# ---- sync_fifo ----
`src/rtl/sync_fifo_pkg.sv`:
```
// -----------------------------------------------------------------------------
// sync_fifo_pkg
// Shared helpers for the synchronous FIFO and its storage RAM.
//   fifo_ptr_width(depth) : width of a wrap-aware FIFO pointer, i.e. the
//                           address width plus one extra lap bit.
// -----------------------------------------------------------------------------
package sync_fifo_pkg;

  function automatic int unsigned fifo_ptr_width(input int unsigned depth);
    return $clog2(depth) + 1;
  endfunction

endpackage : sync_fifo_pkg

```
`src/rtl/sync_fifo_dp_ram.sv`:
```
// -----------------------------------------------------------------------------
// dp_ram
// Simple dual-port RAM: one synchronous write port, one asynchronous read port.
// Ports:
//   clk      : write clock (rising edge)
//   wr_en    : write strobe, wr_data is stored at wr_addr on the clock edge
//   wr_addr  : write address
//   wr_data  : write data
//   rd_en    : read enable; rd_data reads as zero while low
//   rd_addr  : read address
//   rd_data  : combinational read data of the entry at rd_addr
// -----------------------------------------------------------------------------
module dp_ram
  import sync_fifo_pkg::*;
#(
  parameter int OPTN_DATA_WIDTH = 8,
  parameter int OPTN_RAM_DEPTH  = 8,
  localparam int ADDR_W         = fifo_ptr_width(OPTN_RAM_DEPTH) - 1
) (
  input  logic                       clk,
  input  logic                       wr_en,
  input  logic [ADDR_W-1:0]          wr_addr,
  input  logic [OPTN_DATA_WIDTH-1:0] wr_data,
  input  logic                       rd_en,
  input  logic [ADDR_W-1:0]          rd_addr,
  output logic [OPTN_DATA_WIDTH-1:0] rd_data
);

  logic [OPTN_DATA_WIDTH-1:0] mem_q [OPTN_RAM_DEPTH];

  // NOTE: storage arrays are deliberately not reset; only the pointers that
  // qualify their contents are, which keeps the array mappable to RAM cells.
  always_ff @(posedge clk) begin
    if (wr_en) begin
      mem_q[wr_addr] <= wr_data;
    end
  end

  assign rd_data = rd_en ? mem_q[rd_addr] : '0;

endmodule : dp_ram

```
`src/rtl/sync_fifo.sv`:
```
// -----------------------------------------------------------------------------
// sync_fifo
// Single-clock FIFO with valid/ready handshakes on both sides. Storage lives in
// a dp_ram; head/tail pointers carry one extra lap bit so that full and empty
// are distinguishable without a separate counter.
//
// Optional feature macro: SYNC_FIFO_ALMOST_FULL_EN
//   When defined, adds o_fifo_almost_full = (count >= OPTN_AF_THRESHOLD).
//
// Ports:
//   clk                : rising-edge clock for all state
//   rst                : synchronous, active-high reset (pointers to zero)
//   i_fifo_flush       : synchronous clear of all entries, overrides push/pop
//   i_fifo_push_valid  : producer offers i_fifo_push_data
//   o_fifo_push_ready  : FIFO is not full
//   i_fifo_push_data   : entry to push
//   o_fifo_pop_valid   : FIFO is not empty, o_fifo_pop_data is the head
//   i_fifo_pop_ready   : consumer takes the head entry
//   o_fifo_pop_data    : head entry (don't-care while empty)
//   o_fifo_almost_full : occupancy at or above threshold (macro only)
//   o_fifo_count       : occupancy, 0..OPTN_FIFO_DEPTH
// -----------------------------------------------------------------------------
module sync_fifo
  import sync_fifo_pkg::*;
#(
  parameter int OPTN_DATA_WIDTH   = 8,
  parameter int OPTN_FIFO_DEPTH   = 8,
  parameter int OPTN_AF_THRESHOLD = 6
) (
  input  logic                               clk,
  input  logic                               rst,
  input  logic                               i_fifo_flush,
  input  logic                               i_fifo_push_valid,
  output logic                               o_fifo_push_ready,
  input  logic [OPTN_DATA_WIDTH-1:0]         i_fifo_push_data,
  output logic                               o_fifo_pop_valid,
  input  logic                               i_fifo_pop_ready,
  output logic [OPTN_DATA_WIDTH-1:0]         o_fifo_pop_data,
`ifdef SYNC_FIFO_ALMOST_FULL_EN
  output logic                               o_fifo_almost_full,
`endif
  output logic [$clog2(OPTN_FIFO_DEPTH):0]   o_fifo_count
);

  localparam int PTR_W  = fifo_ptr_width(OPTN_FIFO_DEPTH);
  localparam int ADDR_W = PTR_W - 1;

  // Elaboration-time sanity checks on the configuration.
  if (OPTN_FIFO_DEPTH < 2 || (OPTN_FIFO_DEPTH & (OPTN_FIFO_DEPTH - 1)) != 0) begin : g_bad_depth
    $error("sync_fifo: OPTN_FIFO_DEPTH must be a power of two and >= 2");
  end
  if (OPTN_AF_THRESHOLD < 0 || OPTN_AF_THRESHOLD > OPTN_FIFO_DEPTH) begin : g_bad_af
    $error("sync_fifo: OPTN_AF_THRESHOLD must lie in 0..OPTN_FIFO_DEPTH");
  end

  logic [PTR_W-1:0] head_q, head_d;
  logic [PTR_W-1:0] tail_q, tail_d;
  logic             full;
  logic             empty;
  logic             push;
  logic             pop;

  // Status comes only from registered pointers, so ready/valid outputs never
  // depend combinationally on the handshake inputs.
  assign empty = (head_q == tail_q);
  assign full  = (head_q[ADDR_W] != tail_q[ADDR_W]) &&
                 (head_q[ADDR_W-1:0] == tail_q[ADDR_W-1:0]);

  assign o_fifo_push_ready = !full;
  assign o_fifo_pop_valid  = !empty;

  // Flush squashes the write so the RAM is left untouched that cycle.
  assign push = i_fifo_push_valid && o_fifo_push_ready && !i_fifo_flush;
  assign pop  = o_fifo_pop_valid  && i_fifo_pop_ready;

  // NOTE: every variable assigned in always_comb gets a default first so no
  // path leaves it unassigned and no latch is inferred.
  always_comb begin
    head_d = head_q;
    tail_d = tail_q;
    if (i_fifo_flush) begin
      head_d = '0;
      tail_d = '0;
    end else begin
      // Depth is a power of two, so the low bits wrap DEPTH-1 -> 0 and the
      // MSB toggles naturally on each lap.
      if (push) tail_d = tail_q + 1'b1;
      if (pop)  head_d = head_q + 1'b1;
    end
  end

  // NOTE: sequential state uses non-blocking assignments so every flop
  // samples the pre-edge values regardless of statement order.
  always_ff @(posedge clk) begin
    if (rst) begin
      head_q <= '0;
      tail_q <= '0;
    end else begin
      head_q <= head_d;
      tail_q <= tail_d;
    end
  end

  // Modulo subtraction of the lap-extended pointers yields 0..DEPTH.
  assign o_fifo_count = tail_q - head_q;

`ifdef SYNC_FIFO_ALMOST_FULL_EN
  localparam logic [PTR_W-1:0] AF_THR = PTR_W'(OPTN_AF_THRESHOLD);
  assign o_fifo_almost_full = (o_fifo_count >= AF_THR);
`endif

  dp_ram #(
    .OPTN_DATA_WIDTH (OPTN_DATA_WIDTH),
    .OPTN_RAM_DEPTH  (OPTN_FIFO_DEPTH)
  ) u_dp_ram (
    .clk     (clk),
    .wr_en   (push),
    .wr_addr (tail_q[ADDR_W-1:0]),
    .wr_data (i_fifo_push_data),
    .rd_en   (1'b1),
    .rd_addr (head_q[ADDR_W-1:0]),
    .rd_data (o_fifo_pop_data)
  );

endmodule : sync_fifo

```
`config.mk`:
```
export PLATFORM = sky130hd
export DESIGN_NAME = sync_fifo
export DESIGN_NICKNAME = d
export VERILOG_FILES = /design/src/rtl/sync_fifo_pkg.sv /design/src/rtl/sync_fifo_dp_ram.sv /design/src/rtl/sync_fifo.sv
export SDC_FILE = /design/constraint.sdc
export NUM_CORES = 1
export LEC_CHECK = 0
export ABC_AREA = 1
export CORE_UTILIZATION = 57
export DETAILED_ROUTE_END_ITERATION = 12
export PLACE_DENSITY = 0.86
export SLEW_MARGIN = 10
export SYNTH_ARGS = -nofsm -noshare
export SYNTH_HDL_FRONTEND = slang
export SYNTH_SLANG_ARGS = --single-unit
```
`constraint.sdc`:
```
create_clock -name clk -period 2.3 [get_ports clk]
set_input_delay 0.23 -clock clk [delete_from_list [all_inputs] [get_ports clk]]
set_output_delay 0.23 -clock clk [all_outputs]
set_load 0.01 [all_outputs]
```
==> reports/qor.rpt <==
CELLS AND AREA
--------------------------------------------------------------------------------
Flip-flop and latch share of the layout cell area                          56.8%
Layout cells sized above 1                                                 15.8%
Non-clock buffer count in the final layout                                    38
Logic Gate Count                                                             180
Area Overhead vs Synth                                                     19.4%
Sequential cell area                                                0.00215 mm^2
Biggest cell category by area in the final layout                      registers

STA
--------------------------------------------------------------------------------
Count of final max-slew check failures                                         0
Transition time of the tightest slew-check pin                          0.445 ns
Post-layout min period                                                   2.20 ns
Setup repair after global routing missed its margin                           no
Hold slack final                                                        0.532 ns

SETUP PATH
--------------------------------------------------------------------------------
Endpoint type of the worst setup path                               primary output
Kind of start point of the critical path                                register
Reg-to-reg critical path startpoint                                    head_q[2]
Endpoint of the worst-slack reg-to-reg timing path                  u_dp_ram.mem_q[6][1]
FF-to-FF setup slack                                                     0.32 ns
Data arrival time at the worst-slack endpoint                            1.97 ns

FLOW RUN
--------------------------------------------------------------------------------
Tally of max-capacitance violations                                            0

LOGIC SYNTHESIS
--------------------------------------------------------------------------------
Area leader share                                                          60.6%
Warning count from the yosys run                                               0
Most repeated cell in the gate-level netlist after synthesis            edfxtp_1
Summed standard-cell area reported by yosys                         0.00317 mm^2
Largest cells by area after synthesis                               edfxtp_1 (61%), dfxtp_1 (6.9%), nor2_1 (6.2%), nand2_1 (5.4%), o21ai_0 (3.2%)

GLOBAL ROUTING
--------------------------------------------------------------------------------
Overall Global Routing Usage                                               24.1%
Number of antenna violations at the first check in global routing              0
Largest net degree at the start of global routing                             33

MIN PATH
--------------------------------------------------------------------------------
Worst hold path endpoint                                               head_q[2]
Worst Hold Launch                                                      head_q[2]

FLOORPLANNING
--------------------------------------------------------------------------------
Core ar.                                                            0.00524 mm^2
Chip width                                                               76.6 um
Floorplan die height                                                     76.6 um

PLACEMENT
--------------------------------------------------------------------------------
Worst setup slack after placement                                       0.247 ns
Count of input and output buffers                                             26

ROUTING
--------------------------------------------------------------------------------
Number of remaining DRC errors                                                 0
Final routed wire length divided by cell count                           16.3 um
Number of detailed-routing iterations run before antenna repair                4

STATUS
--------------------------------------------------------------------------------
Run status                                                             completed

CTS
--------------------------------------------------------------------------------
Worst skew pair latency                                                  0.35 ns
Clock-pin transition on the worst setup and hold timing paths            0.08 ns

[cell families (layout without fill, tap and decap cells)]
kind of cell	Yosys count	in the layout	synth area share (%)
and+or+nand+nor	117	117	16.0
AOI/OAI and AO/OA	54	54	9.15
DFF	75	75	67.5
buffers and inverters	30	75	3.91
adders and majority gates	6	6	2.60
xor gates and xnor gates	3	3	0.829
[power by group]
part	leakage (nW)	total, mW	switching, mW	internal (mW)
Combinational	0.644	0.226	0.125	0.101
Clock	0.0931	0.975	0.478	0.496
Sequential	0.670	1.50	0.0107	1.49
Total	1.41	2.70	0.614	2.09
[worst max-delay path, delay by kind of cell, from the launching register on]
family,cells,cell delay (ns)
adder cells (fa/ha/maj),2,0.59
flip-flops,1,0.37
buffers and inverters,3,0.65
[flip-flops by register name, indices dropped and copies added (netlist names), named ones only]
register and cells:
tail_q 4, head_q 4, u_dp_ram.mem_q 64
[per-layer routing]
layer  wire, um  GRT usage [%]  vias up  part of all wire, %
met5          0              0        -                    0
met1       2530           30.1     1057                   39
li1           -              -     1068                    -
met2       3320           38.6       91                   51
met4        171           14.4        0                  2.6
met3        511           5.15       16                  7.8
Figure 1. Clock distribution (sync_fifo).
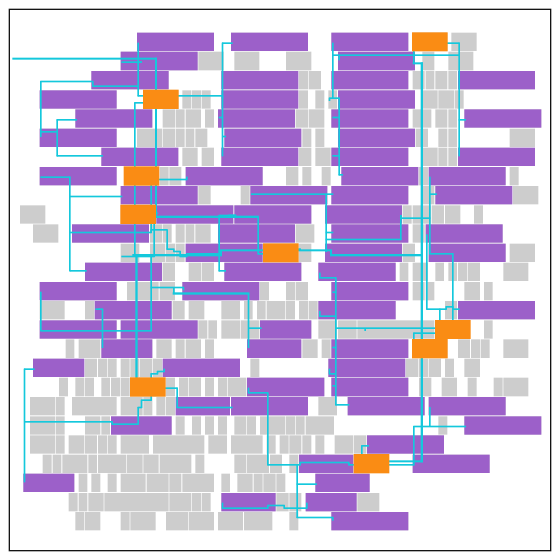
purple -> flip-flops  # count 75
orange -> clock-net drivers  # count 9
cyan -> clock wires  # length 797 um
flops lie = all over the die


# ---- serial_sub ----
Figure 2. Placed cells, one colour a class (serial_sub).
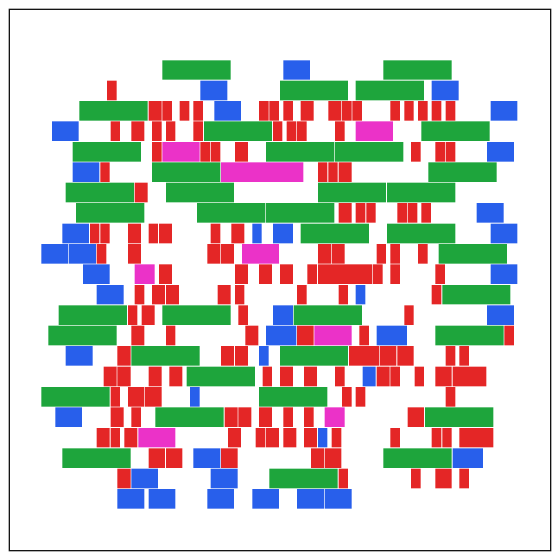
Figure 3. Clock wiring as the flow saved it (serial_sub).
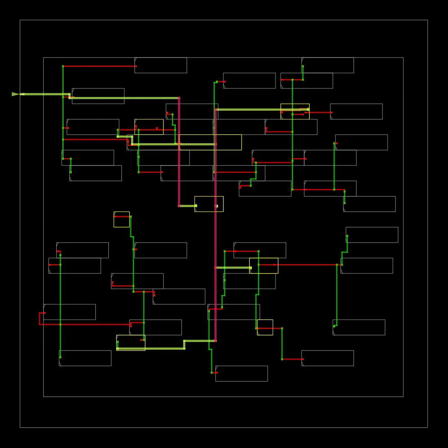
$ cat config.mk
export PLATFORM = sky130hd
export DESIGN_NAME = serial_sub
export DESIGN_NICKNAME = d
export VERILOG_FILES = /design/src/rtl/serial_sub.sv
export SDC_FILE = /design/constraint.sdc
export NUM_CORES = 1
export LEC_CHECK = 0
export ABC_AREA = 1
export CAP_MARGIN = 20
export CELL_PAD_IN_SITES_DETAIL_PLACEMENT = 0
export CELL_PAD_IN_SITES_GLOBAL_PLACEMENT = 1
export CORE_MARGIN = 4
export CORE_UTILIZATION = 42
export CTS_CLUSTER_SIZE = 20
export DETAILED_ROUTE_END_ITERATION = 8
export GPL_TIMING_DRIVEN = 0
export PLACE_DENSITY_LB_ADDON = 0.1
export RECOVER_POWER = 100
export SLEW_MARGIN = 25
export SYNTH_ARGS = -nofsm -noshare
export SYNTH_HDL_FRONTEND = slang
export SYNTH_SLANG_ARGS = --single-unit
$ cat constraint.sdc
create_clock -name sys_clk -period 3.4 [get_ports sys_clk]
set_input_delay 0.85 -clock sys_clk [delete_from_list [all_inputs] [get_ports sys_clk]]
set_output_delay 0.85 -clock sys_clk [all_outputs]
set_load 0.03 [all_outputs]
$ cat src/rtl/serial_sub.sv
// rtl/serial_sub.sv - bit-serial LSB-first subtractor; SERIAL_SUB_ADDSUB_EN adds a mode port for add/subtract
module serial_sub #(
    parameter int WIDTH = 8
) (
    input  logic             sys_clk,
    input  logic             sys_rst,
    input  logic             start,
`ifdef SERIAL_SUB_ADDSUB_EN
    input  logic             mode,
`endif
    input  logic [WIDTH-1:0] a,
    input  logic [WIDTH-1:0] b,
    output logic             busy,
    output logic             done,
    output logic [WIDTH-1:0] diff,
    output logic             borrow
);

    localparam int CNT_W = $clog2(WIDTH);
    localparam logic [CNT_W-1:0] LAST = CNT_W'(WIDTH - 1);

    typedef enum logic [1:0] {
        S_IDLE,
        S_RUN,
        S_DONE
    } state_t;

    state_t           state;
    state_t           state_next;
    logic [WIDTH-1:0] a_sh;
    logic [WIDTH-1:0] b_sh;
    logic [WIDTH-1:0] d_sh;
    logic [WIDTH-1:0] d_sh_next;
    logic [CNT_W-1:0] cnt;
    logic             br;
    logic             br_next;
    logic             bit_d;
    logic             last_bit;
`ifdef SERIAL_SUB_ADDSUB_EN
    logic             mode_r;
`endif

    assign last_bit  = (cnt == LAST);
    assign d_sh_next = {bit_d, d_sh[WIDTH-1:1]};

    // One full-subtractor (or full-adder in add mode) cell on the current LSBs
    always_comb begin
        bit_d   = a_sh[0] ^ b_sh[0] ^ br;
        br_next = (~a_sh[0] & b_sh[0]) | (~(a_sh[0] ^ b_sh[0]) & br);
`ifdef SERIAL_SUB_ADDSUB_EN
        if (mode_r) begin
            br_next = (a_sh[0] & b_sh[0]) | ((a_sh[0] ^ b_sh[0]) & br);
        end
`endif
    end

    // State register
    always_ff @(posedge sys_clk or posedge sys_rst) begin
        if (sys_rst) begin
            state <= S_IDLE;
        end else begin
            state <= state_next;
        end
    end

    // Next-state and status outputs
    always_comb begin
        state_next = state;
        busy       = 1'b0;
        done       = 1'b0;
        case (state)
            S_IDLE: begin
                if (start) begin
                    state_next = S_RUN;
                end
            end
            S_RUN: begin
                busy = 1'b1;
                if (last_bit) begin
                    state_next = S_DONE;
                end
            end
            S_DONE: begin
                done       = 1'b1;
                state_next = S_IDLE;
            end
            default: begin
                state_next = S_IDLE;
            end
        endcase
    end

    // Operand capture, per-bit shifting and result commit
    always_ff @(posedge sys_clk or posedge sys_rst) begin
        if (sys_rst) begin
            a_sh   <= '0;
            b_sh   <= '0;
            d_sh   <= '0;
            cnt    <= '0;
            br     <= 1'b0;
            diff   <= '0;
            borrow <= 1'b0;
`ifdef SERIAL_SUB_ADDSUB_EN
            mode_r <= 1'b0;
`endif
        end else begin
            case (state)
                S_IDLE: begin
                    if (start) begin
                        a_sh <= a;
                        b_sh <= b;
                        d_sh <= '0;
                        cnt  <= '0;
                        br   <= 1'b0;
`ifdef SERIAL_SUB_ADDSUB_EN
                        mode_r <= mode;
`endif
                    end
                end
                S_RUN: begin
                    a_sh <= a_sh >> 1;
                    b_sh <= b_sh >> 1;
                    d_sh <= d_sh_next;
                    br   <= br_next;
                    // Counter holds at the last index so it never wraps
                    if (!last_bit) begin
                        cnt <= cnt + CNT_W'(1);
                    end else begin
                        diff   <= d_sh_next;
                        borrow <= br_next;
                    end
                end
                default: begin
                end
            endcase
        end
    end

endmodule

==> reports/qor.rpt <==
SETUP PATH
----------------------------------------------------------------------------
Depth of the most critical reg-to-reg path                                 6
Worst Setup EP                                                          busy
Start point of the critical path                                    state[1]

STATUS
----------------------------------------------------------------------------
Run status                                                         completed

CELLS AND AREA
----------------------------------------------------------------------------
Final non-filler cell total                                              278
Non-clock buffer count in the final layout                                39
Area Overhead vs Synth                                                 25.5%

LOGIC SYNTHESIS
----------------------------------------------------------------------------
Netlist area before placement                                   0.00172 mm^2
Summed standard-cell area reported by yosys                     0.00172 mm^2

CTS
----------------------------------------------------------------------------
Clock-pin transition on the worst setup and hold timing paths        0.08 ns
Worst skew pair latency                                              0.30 ns

PLACEMENT
----------------------------------------------------------------------------
Total placed cells including tap cells                                   270

POWER AND IR DROP
----------------------------------------------------------------------------
Power of the clock network                                            389 uW

FLOORPLANNING
----------------------------------------------------------------------------
Total I/O pin count                                                       30
Chip width                                                           71.9 um

ROUTING
----------------------------------------------------------------------------
Final routed wire length divided by cell count                       13.7 um

FLOW RUN
----------------------------------------------------------------------------
Tally of max-capacitance violations                                        0

STA
----------------------------------------------------------------------------
Final Hold Violating Endpoints                                             0

## Picture notes: Figure 2
magenta -> clock drivers and dummy loads  # cells 8, share of their area 5.4%
green -> registers  # cells 38, share of their area 45%
blue -> remaining buffers and delay cells  # cells 39, share of their area 17%
red -> remaining logic cells  # cells 145, share of their area 32%

## Picture notes: Figure 3
number of buffers inserted during clock tree synthesis: 5
layout clock buffer count: 5

-- cell families after synthesis --
group                      count (synthesis)  synth area share [%]
AOI/OAI and AO/OA                          1                 0.291
buffers and inverters                     21                  7.15
and+or+nand+nor                          130                  34.5
DFF                                       38                  55.4
adders and majority gates                  3                  2.63
-- worst max-delay path, stage by stage (launching register included) --
cell and delay (ns):
dfrtp_1 0.41, inv_2 0.10, nand2_4 0.10, inv_4 0.10, buf_6 0.15, dlygate4sd3_1 0.75
-- flip-flops by register name, indices dropped and copies added, names as in the netlist --
register	count
a_sh	8
b_sh	8
diff	8
d_sh	7
cnt	3
state	2
borrow	1
br	1
-- cell usage in the layout (no fill, tap or decap), types with 2 or more instances in the layout --
cell             count
nand2_1             68
nand3_1             47
dfrtp_1             38
clkdlybuf4s50_1     16
dlygate4sd3_1       12
inv_1                9
nand4_1              9
clkbuf_1             5
clkbuf_8             5
buf_6                3
nor2_1               3
buf_4                2
ha_1                 2
clkinvlp_4           2
-- cells in the mapped netlist (all sizes together) --
cell / n
dfrtp: 38
buf: 10
nor2: 4
o21ai: 1
nand2: 70
nand4: 9
inv: 11
fa: 1
ha: 2
nand3: 47


==> gallery <==
Sizing map.
Bar = 20 um.
(a)
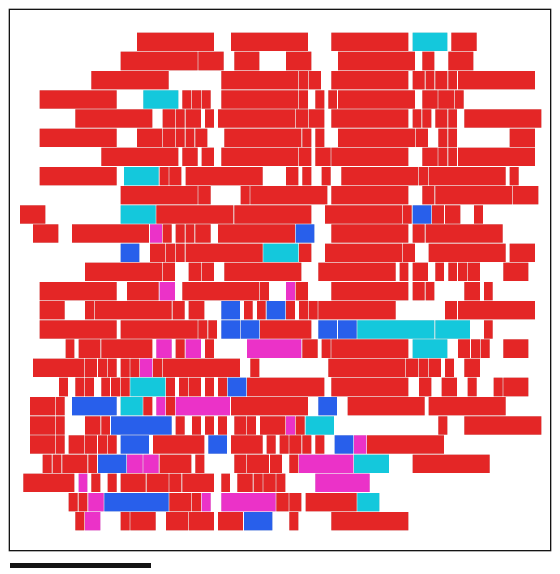
(b)
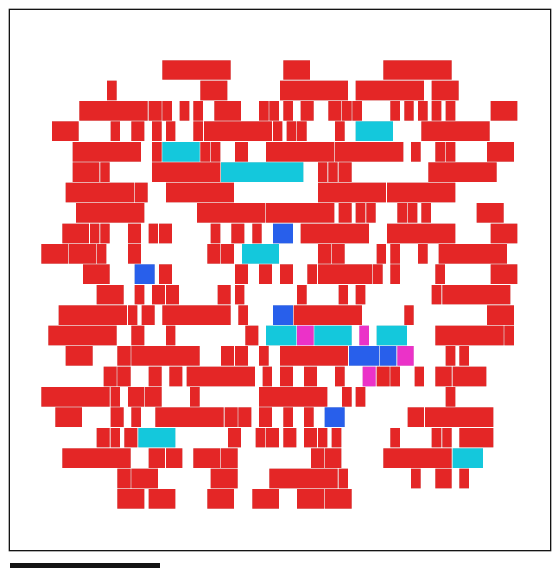
- most cells: (a)
- sync_fifo = (a)
- serial_sub = (b)

Key to (a):
blue -> x3 and x4  # cells 19, share 5.8%
cyan -> x6 and larger  # cells 13, share 3.9%
red -> x1 and smaller  # cells 278, share 84%
magenta -> x2  # cells 20, share 6.1%

Power figures rest on the tool's default switching activity, not on a simulated workload.
